==================== block 1
### config.mk
export PLATFORM = sky130hd
export DESIGN_NAME = spi_master_flat
export DESIGN_NICKNAME = d
export VERILOG_FILES = /design/src/rtl/spi_master_if.sv /design/src/rtl/spi_master.sv /design/src/flat_wrapper.sv
export SDC_FILE = /design/constraint.sdc
export NUM_CORES = 1
export LEC_CHECK = 0
export ABC_CLOCK_PERIOD_IN_PS = 4900
export CAP_MARGIN = 20
export CORE_ASPECT_RATIO = 1.4
export CORE_MARGIN = 5
export CORE_UTILIZATION = 50
export CTS_CLUSTER_DIAMETER = 60
export DETAILED_ROUTE_END_ITERATION = 8
export GPL_TIMING_DRIVEN = 0
export PLACE_DENSITY = 0.73
export SLEW_MARGIN = 20
export SYNTH_ARGS = -nofsm -noshare
export SYNTH_HDL_FRONTEND = slang
export SYNTH_SLANG_ARGS = --single-unit
### constraint.sdc
create_clock -name clk -period 4.9 [get_ports clk]
set_input_delay 1.47 -clock clk [delete_from_list [all_inputs] [get_ports clk]]
set_output_delay 1.47 -clock clk [all_outputs]
set_load 0.05 [all_outputs]
### src/rtl/spi_master_if.sv
// Bus bundle for the SPI mode-0 initiator: host request/response signals plus serial pins.
// The master modport is the initiator's view; slave is the host/target side.
interface spi_master_if;
  logic       start;
  logic       rw;
  logic [6:0] addr;
  logic [7:0] wdata;
  logic [7:0] rdata;
  logic       busy;
  logic       done;
  logic       SCLK;
  logic       CS;
  logic       MOSI;
  logic       MISO;

  modport master (
    input  start, rw, addr, wdata, MISO,
    output rdata, busy, done, SCLK, CS, MOSI
  );

  modport slave (
    output start, rw, addr, wdata, MISO,
    input  rdata, busy, done, SCLK, CS, MOSI
  );
endinterface

### src/rtl/spi_master.sv
// Single-transaction SPI mode-0 initiator: sends {addr, rw, byte1} MSB first and, for reads,
// captures the slave's byte1 from MISO.
module spi_master #(
  parameter int unsigned CLKDIV = 8
) (
  input logic          clk,
  input logic          reset,
  spi_master_if.master bus
);

  typedef enum logic [2:0] {StIdle, StSetup, StShift, StHold, StGap} state_e;

  localparam logic [7:0] DivLast = 8'(CLKDIV - 1);

  state_e      state_q, state_d;
  logic [7:0]  cnt_q, cnt_d;
  logic [5:0]  edge_q, edge_d;
  logic [15:0] shreg_q, shreg_d;
  logic [7:0]  rxreg_q, rxreg_d;
  logic [7:0]  rdata_q, rdata_d;
  logic        rw_q, rw_d;
  logic        busy_q, busy_d;
  logic        done_q, done_d;
  logic        sclk_q, sclk_d;
  logic        cs_q, cs_d;

  logic       tick;
  logic [5:0] edge_nxt;
  logic       miso_sample;

  assign tick     = (cnt_q == DivLast);
  assign edge_nxt = edge_q + 6'd1;

  // Sample in the first cycle SCLK is high, for byte1 rises (edges 17, 19 .. 31) of a read.
  assign miso_sample = (state_q == StShift) && rw_q && sclk_q && (cnt_q == 8'd0) &&
                       edge_q[0] && (edge_q >= 6'd17);

  always_comb begin
    state_d = state_q;
    cnt_d   = cnt_q;
    edge_d  = edge_q;
    shreg_d = shreg_q;
    rxreg_d = rxreg_q;
    rdata_d = rdata_q;
    rw_d    = rw_q;
    busy_d  = busy_q;
    done_d  = 1'b0;
    sclk_d  = sclk_q;
    cs_d    = cs_q;

    if (state_q == StIdle) begin
      cnt_d = 8'd0;
    end else if (tick) begin
      cnt_d = 8'd0;
    end else begin
      cnt_d = cnt_q + 8'd1;
    end

    if (miso_sample) begin
      rxreg_d = {rxreg_q[6:0], bus.MISO};
    end

    case (state_q)
      StIdle: begin
        if (bus.start) begin
          state_d = StSetup;
          busy_d  = 1'b1;
          cs_d    = 1'b0;
          rw_d    = bus.rw;
          edge_d  = 6'd0;
          rxreg_d = 8'h00;
          // Reads shift out zeros during byte1.
          shreg_d = {bus.addr, bus.rw, (bus.rw ? 8'h00 : bus.wdata)};
        end
      end
      StSetup: begin
        if (tick) begin
          sclk_d  = 1'b1;
          edge_d  = edge_nxt;
          state_d = StShift;
        end
      end
      StShift: begin
        if (tick) begin
          edge_d = edge_nxt;
          if (edge_nxt[0]) begin
            sclk_d = 1'b1;
          end else begin
            // Every fall shifts; the 16th shift empties the register so MOSI returns to 0.
            sclk_d  = 1'b0;
            shreg_d = {shreg_q[14:0], 1'b0};
            if (edge_nxt == 6'd32) begin
              state_d = StHold;
            end
          end
        end
      end
      StHold: begin
        if (tick) begin
          cs_d    = 1'b1;
          state_d = StGap;
        end
      end
      StGap: begin
        if (tick) begin
          done_d  = 1'b1;
          busy_d  = 1'b0;
          edge_d  = 6'd0;
          state_d = StIdle;
          if (rw_q) begin
            rdata_d = rxreg_q;
          end
        end
      end
      default: begin
        state_d = StIdle;
      end
    endcase
  end

  always_ff @(posedge clk or posedge reset) begin
    if (reset) begin
      state_q <= StIdle;
      cnt_q   <= 8'd0;
      edge_q  <= 6'd0;
      shreg_q <= 16'h0000;
      rxreg_q <= 8'h00;
      rdata_q <= 8'h00;
      rw_q    <= 1'b0;
      busy_q  <= 1'b0;
      done_q  <= 1'b0;
      sclk_q  <= 1'b0;
      cs_q    <= 1'b1;
    end else begin
      state_q <= state_d;
      cnt_q   <= cnt_d;
      edge_q  <= edge_d;
      shreg_q <= shreg_d;
      rxreg_q <= rxreg_d;
      rdata_q <= rdata_d;
      rw_q    <= rw_d;
      busy_q  <= busy_d;
      done_q  <= done_d;
      sclk_q  <= sclk_d;
      cs_q    <= cs_d;
    end
  end

  assign bus.rdata = rdata_q;
  assign bus.busy  = busy_q;
  assign bus.done  = done_q;
  assign bus.SCLK  = sclk_q;
  assign bus.CS    = cs_q;
  assign bus.MOSI  = shreg_q[15];

endmodule

### src/flat_wrapper.sv
// flat-port wrapper written by rule: the top's interface ports become plain ports
module spi_master_flat 
#(
  parameter int unsigned CLKDIV = 8
)
  (clk, reset, bus_start, bus_rw, bus_addr, bus_wdata, bus_MISO, bus_rdata, bus_busy, bus_done, bus_SCLK, bus_CS, bus_MOSI);
  spi_master_if bus_i ();
  input logic clk;
  input logic reset;
  input wire logic [$bits(bus_i.start)-1:0] bus_start;
  input wire logic [$bits(bus_i.rw)-1:0] bus_rw;
  input wire logic [$bits(bus_i.addr)-1:0] bus_addr;
  input wire logic [$bits(bus_i.wdata)-1:0] bus_wdata;
  input wire logic [$bits(bus_i.MISO)-1:0] bus_MISO;
  output wire logic [$bits(bus_i.rdata)-1:0] bus_rdata;
  output wire logic [$bits(bus_i.busy)-1:0] bus_busy;
  output wire logic [$bits(bus_i.done)-1:0] bus_done;
  output wire logic [$bits(bus_i.SCLK)-1:0] bus_SCLK;
  output wire logic [$bits(bus_i.CS)-1:0] bus_CS;
  output wire logic [$bits(bus_i.MOSI)-1:0] bus_MOSI;
  assign bus_i.start = bus_start;
  assign bus_i.rw = bus_rw;
  assign bus_i.addr = bus_addr;
  assign bus_i.wdata = bus_wdata;
  assign bus_i.MISO = bus_MISO;
  assign bus_rdata = bus_i.rdata;
  assign bus_busy = bus_i.busy;
  assign bus_done = bus_i.done;
  assign bus_SCLK = bus_i.SCLK;
  assign bus_CS = bus_i.CS;
  assign bus_MOSI = bus_i.MOSI;
  spi_master #(.CLKDIV(CLKDIV)) u_core (.clk(clk), .reset(reset), .bus(bus_i));
endmodule
==================== block 2
==> src/rtl/alu_ctrl_pkg.sv <==
// Shared constants, FSM encoding and small helpers for the shared-ALU controller.
package alu_ctrl_pkg;

  localparam int unsigned ALU_DATA_W = 8;   // operand/result width of the attached ALU
  localparam int unsigned ALU_SEL_W  = 4;   // ALU function-select width
  localparam int unsigned OP_CNT_W   = 16;  // completed-operation counter width
  localparam int unsigned NUM_REQ    = 2;   // number of requesters
  localparam int unsigned REQ_ID_W   = 1;   // requester-id width

  typedef logic [REQ_ID_W-1:0] req_id_t;

  typedef enum logic [1:0] {
    IDLE = 2'd0,
    EXEC = 2'd1,
    RESP = 2'd2
  } state_t;

  // Requester id to one-hot per-requester vector.
  function automatic logic [NUM_REQ-1:0] id2onehot(input req_id_t id);
    logic [NUM_REQ-1:0] oh;
    oh = '0;
    oh[id] = 1'b1;
    return oh;
  endfunction

endpackage

==> src/rtl/alu_share_ctrl_if.sv <==
// Requester-side bus of the shared-ALU controller: two request channels in,
// one shared response bus with per-requester valid/ready out.
//   master : client side (drives requests, accepts responses)
//   slave  : controller side
interface alu_share_ctrl_if #(
  parameter int unsigned DATA_W = alu_ctrl_pkg::ALU_DATA_W,
  parameter int unsigned SEL_W  = alu_ctrl_pkg::ALU_SEL_W
);

  logic [1:0]        req_valid;
  logic [1:0]        req_ready;
  logic [DATA_W-1:0] req0_a;
  logic [DATA_W-1:0] req0_b;
  logic              req0_cin;
  logic [SEL_W-1:0]  req0_s;
  logic [DATA_W-1:0] req1_a;
  logic [DATA_W-1:0] req1_b;
  logic              req1_cin;
  logic [SEL_W-1:0]  req1_s;
  logic [1:0]        rsp_valid;
  logic [1:0]        rsp_ready;
  logic [DATA_W-1:0] rsp_d;
  logic              rsp_z;
  logic              rsp_cout;

  modport master (
    output req_valid, req0_a, req0_b, req0_cin, req0_s,
           req1_a, req1_b, req1_cin, req1_s, rsp_ready,
    input  req_ready, rsp_valid, rsp_d, rsp_z, rsp_cout
  );

  modport slave (
    input  req_valid, req0_a, req0_b, req0_cin, req0_s,
           req1_a, req1_b, req1_cin, req1_s, rsp_ready,
    output req_ready, rsp_valid, rsp_d, rsp_z, rsp_cout
  );

endinterface

==> src/rtl/rr_arb2.sv <==
// Two-way round-robin grant, purely combinational.
//   valid     : per-requester request vector
//   ptr       : requester preferred when both are valid
//   gnt_id_c  : granted requester id (meaningful only when gnt_any_c)
//   gnt_any_c : at least one requester is valid
module rr_arb2 (
  input  logic [1:0] valid,
  input  logic       ptr,
  output logic       gnt_id_c,
  output logic       gnt_any_c
);

  always_comb begin
    gnt_any_c = |valid;
    gnt_id_c  = 1'b0;
    unique case (valid)
      2'b01:   gnt_id_c = 1'b0;
      2'b10:   gnt_id_c = 1'b1;
      2'b11:   gnt_id_c = ptr;
      default: gnt_id_c = 1'b0;
    endcase
  end

endmodule

==> src/rtl/alu_share_ctrl.sv <==
// Shares one external combinational ALU between two requesters.
// Round-robin arbitration, operands registered onto the ALU inputs, result
// captured one cycle later and returned to the owner with valid/ready.
//   clk, rst_n        : clock, async active-low reset
//   bus (slave)       : request channels and shared response bus
//   alu_a/b/cin/s     : registered operands toward the ALU
//   alu_d/z/cout      : ALU result inputs
//   busy              : controller not idle
//   op_count          : completed responses, wraps
module alu_share_ctrl
  import alu_ctrl_pkg::*;
#(
  parameter int unsigned DATA_W = ALU_DATA_W,
  parameter int unsigned SEL_W  = ALU_SEL_W,
  parameter int unsigned CNT_W  = OP_CNT_W
) (
  input  logic              clk,
  input  logic              rst_n,
  alu_share_ctrl_if.slave   bus,
  output logic [DATA_W-1:0] alu_a,
  output logic [DATA_W-1:0] alu_b,
  output logic              alu_cin,
  output logic [SEL_W-1:0]  alu_s,
  input  logic [DATA_W-1:0] alu_d,
  input  logic              alu_z,
  input  logic              alu_cout,
  output logic              busy,
  output logic [CNT_W-1:0]  op_count
);

  state_t            state_q, state_d;
  req_id_t           owner_q, owner_d;
  req_id_t           ptr_q, ptr_d;
  logic              ld_op_c;
  logic              cap_res_c;
  logic              done_c;
  logic [1:0]        req_ready_c;
  logic              gnt_id_c;
  logic              gnt_any_c;

  logic [DATA_W-1:0] sel_a_c, sel_b_c;
  logic              sel_cin_c;
  logic [SEL_W-1:0]  sel_s_c;

  logic [DATA_W-1:0] res_d_q;
  logic              res_z_q;
  logic              res_cout_q;
  logic [1:0]        rsp_valid_q;
  logic              busy_q;
  logic [CNT_W-1:0]  op_count_q;

  // Grant selection among valid requesters.
  rr_arb2 u_arb (
    .valid     (bus.req_valid),
    .ptr       (ptr_q),
    .gnt_id_c  (gnt_id_c),
    .gnt_any_c (gnt_any_c)
  );

  // Operand source for the granted requester.
  always_comb begin
    sel_a_c   = gnt_id_c ? bus.req1_a   : bus.req0_a;
    sel_b_c   = gnt_id_c ? bus.req1_b   : bus.req0_b;
    sel_cin_c = gnt_id_c ? bus.req1_cin : bus.req0_cin;
    sel_s_c   = gnt_id_c ? bus.req1_s   : bus.req0_s;
  end

  // Next-state and control decode.
  always_comb begin
    state_d     = state_q;
    owner_d     = owner_q;
    ptr_d       = ptr_q;
    ld_op_c     = 1'b0;
    cap_res_c   = 1'b0;
    done_c      = 1'b0;
    req_ready_c = 2'b00;
    unique case (state_q)
      IDLE: begin
        if (gnt_any_c) begin
          req_ready_c = id2onehot(gnt_id_c);
          ld_op_c     = 1'b1;
          owner_d     = gnt_id_c;
          state_d     = EXEC;
        end
      end
      EXEC: begin
        cap_res_c = 1'b1;
        state_d   = RESP;
      end
      RESP: begin
        // Only the owner's ready completes the response.
        if (bus.rsp_ready[owner_q]) begin
          done_c  = 1'b1;
          ptr_d   = ~owner_q;
          state_d = IDLE;
        end
      end
      default: state_d = IDLE;
    endcase
  end

  // State, pointer and owner registers.
  always_ff @(posedge clk or negedge rst_n) begin
    if (!rst_n) begin
      state_q <= IDLE;
      owner_q <= '0;
      ptr_q   <= '0;
    end else begin
      state_q <= state_d;
      owner_q <= owner_d;
      ptr_q   <= ptr_d;
    end
  end

  // Operand registers hold between operations so the ALU inputs never glitch.
  always_ff @(posedge clk or negedge rst_n) begin
    if (!rst_n) begin
      alu_a   <= '0;
      alu_b   <= '0;
      alu_cin <= 1'b0;
      alu_s   <= '0;
    end else if (ld_op_c) begin
      alu_a   <= sel_a_c;
      alu_b   <= sel_b_c;
      alu_cin <= sel_cin_c;
      alu_s   <= sel_s_c;
    end
  end

  // Result capture at the end of the EXEC cycle.
  always_ff @(posedge clk or negedge rst_n) begin
    if (!rst_n) begin
      res_d_q    <= '0;
      res_z_q    <= 1'b0;
      res_cout_q <= 1'b0;
    end else if (cap_res_c) begin
      res_d_q    <= alu_d;
      res_z_q    <= alu_z;
      res_cout_q <= alu_cout;
    end
  end

  // Registered status outputs, decoded from the next state.
  always_ff @(posedge clk or negedge rst_n) begin
    if (!rst_n) begin
      rsp_valid_q <= 2'b00;
      busy_q      <= 1'b0;
      op_count_q  <= '0;
    end else begin
      rsp_valid_q <= (state_d == RESP) ? id2onehot(owner_d) : 2'b00;
      busy_q      <= (state_d != IDLE);
      if (done_c) begin
        op_count_q <= op_count_q + CNT_W'(1);
      end
    end
  end

  assign bus.req_ready = req_ready_c;
  assign bus.rsp_valid = rsp_valid_q;
  assign bus.rsp_d     = res_d_q;
  assign bus.rsp_z     = res_z_q;
  assign bus.rsp_cout  = res_cout_q;
  assign busy          = busy_q;
  assign op_count      = op_count_q;

endmodule

==> src/flat_wrapper.sv <==
// flat-port wrapper written by rule: the top's interface ports become plain ports
module alu_share_ctrl_flat import alu_ctrl_pkg::*;
#(
  parameter int unsigned DATA_W = ALU_DATA_W,
  parameter int unsigned SEL_W  = ALU_SEL_W,
  parameter int unsigned CNT_W  = OP_CNT_W
)
  (clk, rst_n, alu_a, alu_b, alu_cin, alu_s, alu_d, alu_z, alu_cout, busy, op_count, bus_req_valid, bus_req0_a, bus_req0_b, bus_req0_cin, bus_req0_s, bus_req1_a, bus_req1_b, bus_req1_cin, bus_req1_s, bus_rsp_ready, bus_req_ready, bus_rsp_valid, bus_rsp_d, bus_rsp_z, bus_rsp_cout);
  alu_share_ctrl_if #(.DATA_W(DATA_W), .SEL_W(SEL_W)) bus_i ();
  input  logic clk;
  input  logic rst_n;
  output logic [DATA_W-1:0] alu_a;
  output logic [DATA_W-1:0] alu_b;
  output logic alu_cin;
  output logic [SEL_W-1:0] alu_s;
  input  logic [DATA_W-1:0] alu_d;
  input  logic alu_z;
  input  logic alu_cout;
  output logic busy;
  output logic [CNT_W-1:0] op_count;
  input wire logic [$bits(bus_i.req_valid)-1:0] bus_req_valid;
  input wire logic [$bits(bus_i.req0_a)-1:0] bus_req0_a;
  input wire logic [$bits(bus_i.req0_b)-1:0] bus_req0_b;
  input wire logic [$bits(bus_i.req0_cin)-1:0] bus_req0_cin;
  input wire logic [$bits(bus_i.req0_s)-1:0] bus_req0_s;
  input wire logic [$bits(bus_i.req1_a)-1:0] bus_req1_a;
  input wire logic [$bits(bus_i.req1_b)-1:0] bus_req1_b;
  input wire logic [$bits(bus_i.req1_cin)-1:0] bus_req1_cin;
  input wire logic [$bits(bus_i.req1_s)-1:0] bus_req1_s;
  input wire logic [$bits(bus_i.rsp_ready)-1:0] bus_rsp_ready;
  output wire logic [$bits(bus_i.req_ready)-1:0] bus_req_ready;
  output wire logic [$bits(bus_i.rsp_valid)-1:0] bus_rsp_valid;
  output wire logic [$bits(bus_i.rsp_d)-1:0] bus_rsp_d;
  output wire logic [$bits(bus_i.rsp_z)-1:0] bus_rsp_z;
  output wire logic [$bits(bus_i.rsp_cout)-1:0] bus_rsp_cout;
  assign bus_i.req_valid = bus_req_valid;
  assign bus_i.req0_a = bus_req0_a;
  assign bus_i.req0_b = bus_req0_b;
  assign bus_i.req0_cin = bus_req0_cin;
  assign bus_i.req0_s = bus_req0_s;
  assign bus_i.req1_a = bus_req1_a;
  assign bus_i.req1_b = bus_req1_b;
  assign bus_i.req1_cin = bus_req1_cin;
  assign bus_i.req1_s = bus_req1_s;
  assign bus_i.rsp_ready = bus_rsp_ready;
  assign bus_req_ready = bus_i.req_ready;
  assign bus_rsp_valid = bus_i.rsp_valid;
  assign bus_rsp_d = bus_i.rsp_d;
  assign bus_rsp_z = bus_i.rsp_z;
  assign bus_rsp_cout = bus_i.rsp_cout;
  alu_share_ctrl #(.DATA_W(DATA_W), .SEL_W(SEL_W), .CNT_W(CNT_W)) u_core (.clk(clk), .rst_n(rst_n), .bus(bus_i), .alu_a(alu_a), .alu_b(alu_b), .alu_cin(alu_cin), .alu_s(alu_s), .alu_d(alu_d), .alu_z(alu_z), .alu_cout(alu_cout), .busy(busy), .op_count(op_count));
endmodule
==> config.mk <==
export PLATFORM = sky130hd
export DESIGN_NAME = alu_share_ctrl_flat
export DESIGN_NICKNAME = d
export VERILOG_FILES = /design/src/rtl/alu_ctrl_pkg.sv /design/src/rtl/alu_share_ctrl_if.sv /design/src/rtl/rr_arb2.sv /design/src/rtl/alu_share_ctrl.sv /design/src/flat_wrapper.sv
export SDC_FILE = /design/constraint.sdc
export NUM_CORES = 1
export LEC_CHECK = 0
export CAP_MARGIN = 20
export CORE_MARGIN = 2
export CORE_UTILIZATION = 44
export DETAILED_ROUTE_END_ITERATION = 8
export GPL_TIMING_DRIVEN = 0
export PLACE_DENSITY = 0.85
export SYNTH_ARGS = -nofsm -noshare
export SYNTH_HDL_FRONTEND = slang
export SYNTH_SLANG_ARGS = --single-unit
==> constraint.sdc <==
create_clock -name clk -period 4.75 [get_ports clk]
set_clock_uncertainty 0.2 [all_clocks]
set_input_delay 0.95 -clock clk [delete_from_list [all_inputs] [get_ports clk]]
set_output_delay 0.95 -clock clk [all_outputs]
set_load 0.01 [all_outputs]
**Block 1: register map, names as in the netlist**

The bar under the picture is 20 um long. Other sequential cells in the stronger gray, the rest of the logic in the fainter gray.
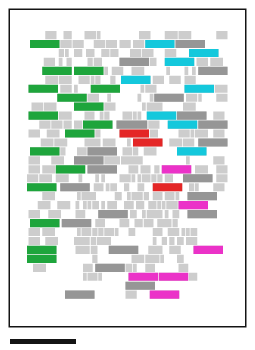
[u_core.rxreg_q] cyan | flops: 8 | where: top right
[u_core.edge_q] magenta | flops: 6
[u_core.state_q] red | flops: 3
[u_core.shreg_q] green | flops: 16

**Block 1: clock wiring as the flow saved it**

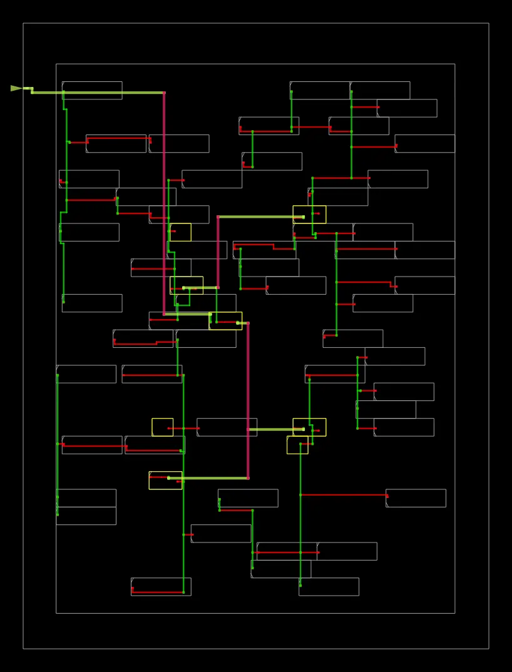
Late-Pin Clk Latency: 0.32 ns
clock buf count: 5

==> flow_summary.json, block 1 <==
{
  "status": "completed",
  "yosys_warnings": 0,
  "area_leaders": "dfrtp_1 (50%), mux2_2 (11%), mux2i_1 (5.7%)",
  "top_cell_area_share": 0.502,
  "syn_to_final_growth_pct": 18.6,
  "crit_path_end_kind": "output port",
  "adder_share": 0.0237,
  "regMostFlops": "u_core.shreg_q",
  "worstPathCellList": "clkdlybuf4s50_1",
  "vias": 1748,
  "total_power_mw": 0.752,
  "syn_nets": 254,
  "edf_count": 0,
  "met2_length_mm": 2.49,
  "crit_end": "bus_CS",
  "min_period_over_period": 0.641,
  "ys_cells": 229,
  "largest_reg_flops": 16,
  "clkCellAreaFrac": 0.0304,
  "hold-worst-slack_ns": 0.474,
  "nWellTaps": 66,
  "comb_cells": 148,
  "switchingPower_mw": 0.175
}
**Block 2: register map, names as in the netlist**

The bar under the picture is 20 um long. Other sequential cells in the stronger gray, the rest of the logic in the fainter gray.
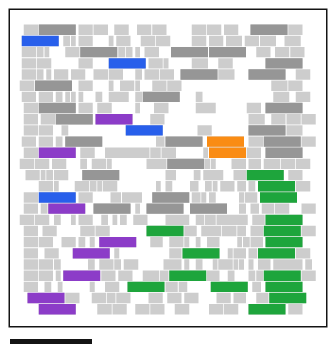
[u_core.bus.rsp_valid] orange | flops: 2
[u_core.alu_a] purple | flops: 8
[u_core.op_count] green | flops: 16 | where: bottom right
[u_core.alu_s] blue | flops: 4
not colored: 24

==> flow_summary.json, block 2 <==
{
  "grt_use_total": 0.194,
  "cp_slowest_cell": "clkdlybuf4s50_1",
  "path_depth": 6,
  "critPathMostFrequentCell": "clkdlybuf4s50_1",
  "regToRegStartpoint": "u_core.state_q[0]",
  "cts_buffer_depth": 2,
  "nWellTaps": 70,
  "yosys.area_share.aoi": 0.0594,
  "async_flop_share": 1.00,
  "n_all_inverters": 3,
  "globalRouteMet3Util": 0.0541,
  "maxSlewViolCount": 0,
  "largest_reg_flops": 16,
  "design.core.area_um2": 5110,
  "cts_buffers": 5,
  "met2_usage": 0.332,
  "ys_sh_mux": 0.149,
  "numSynthFlops": 54,
  "rows": 26,
  "yosys_warnings": 0,
  "crit_family": "buffers and inverters",
  "diodes": 0,
  "top_cell": "dfrtp_1",
  "fmax_mhz": 251,
  "synth_cell_types": 28,
  "cts_tree": "yes",
  "rsz0062_at_grt": "false",
  "r2r_setup_slack_ns": 2.94,
  "ctsResizeCount": 0,
  "status": "completed",
  "clkCellAreaFrac": 0.0299
}

## Gallery

Clock network drawn from the DEF.
picture 1
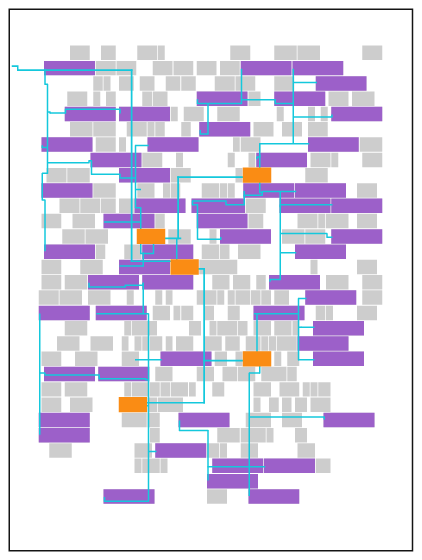
picture 2
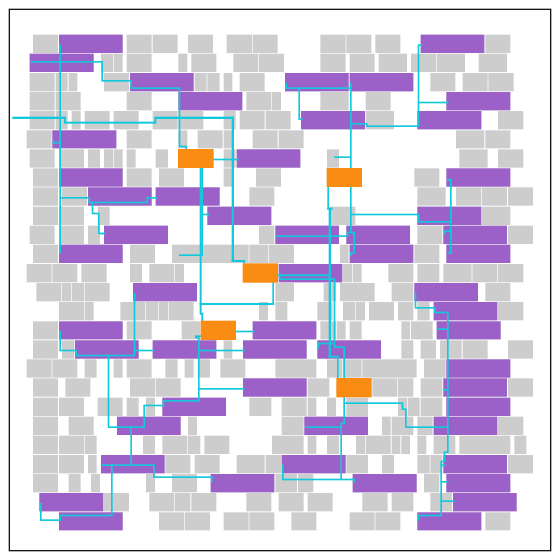
- picture 1 = block 1
- picture 2 = block 2



==> layout pictures side by side <==
Placement by cell class.
(a)
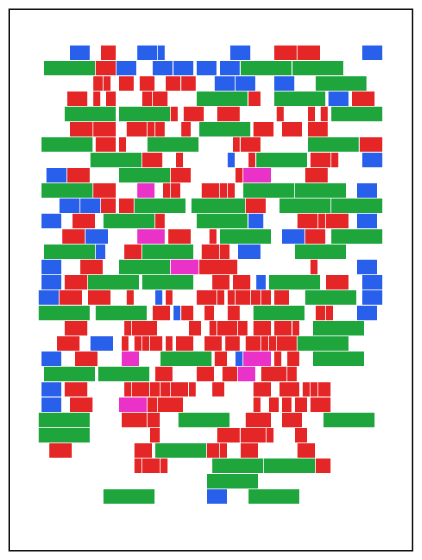
(b)
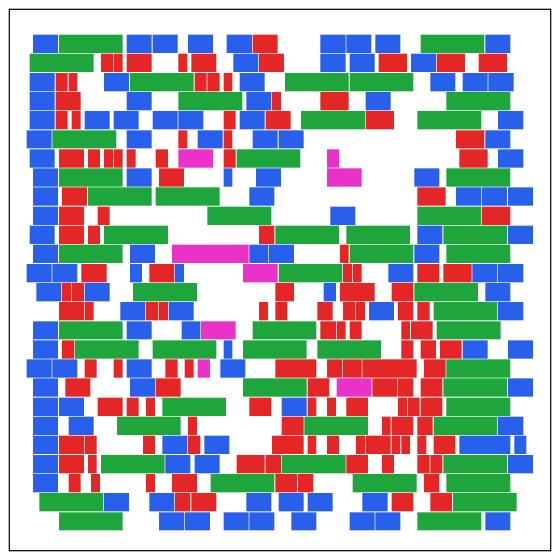
Of these, highest utilization: (b)
| from | picture |
|---|---|
| block 2 | (b) |
| block 1 | (a) |

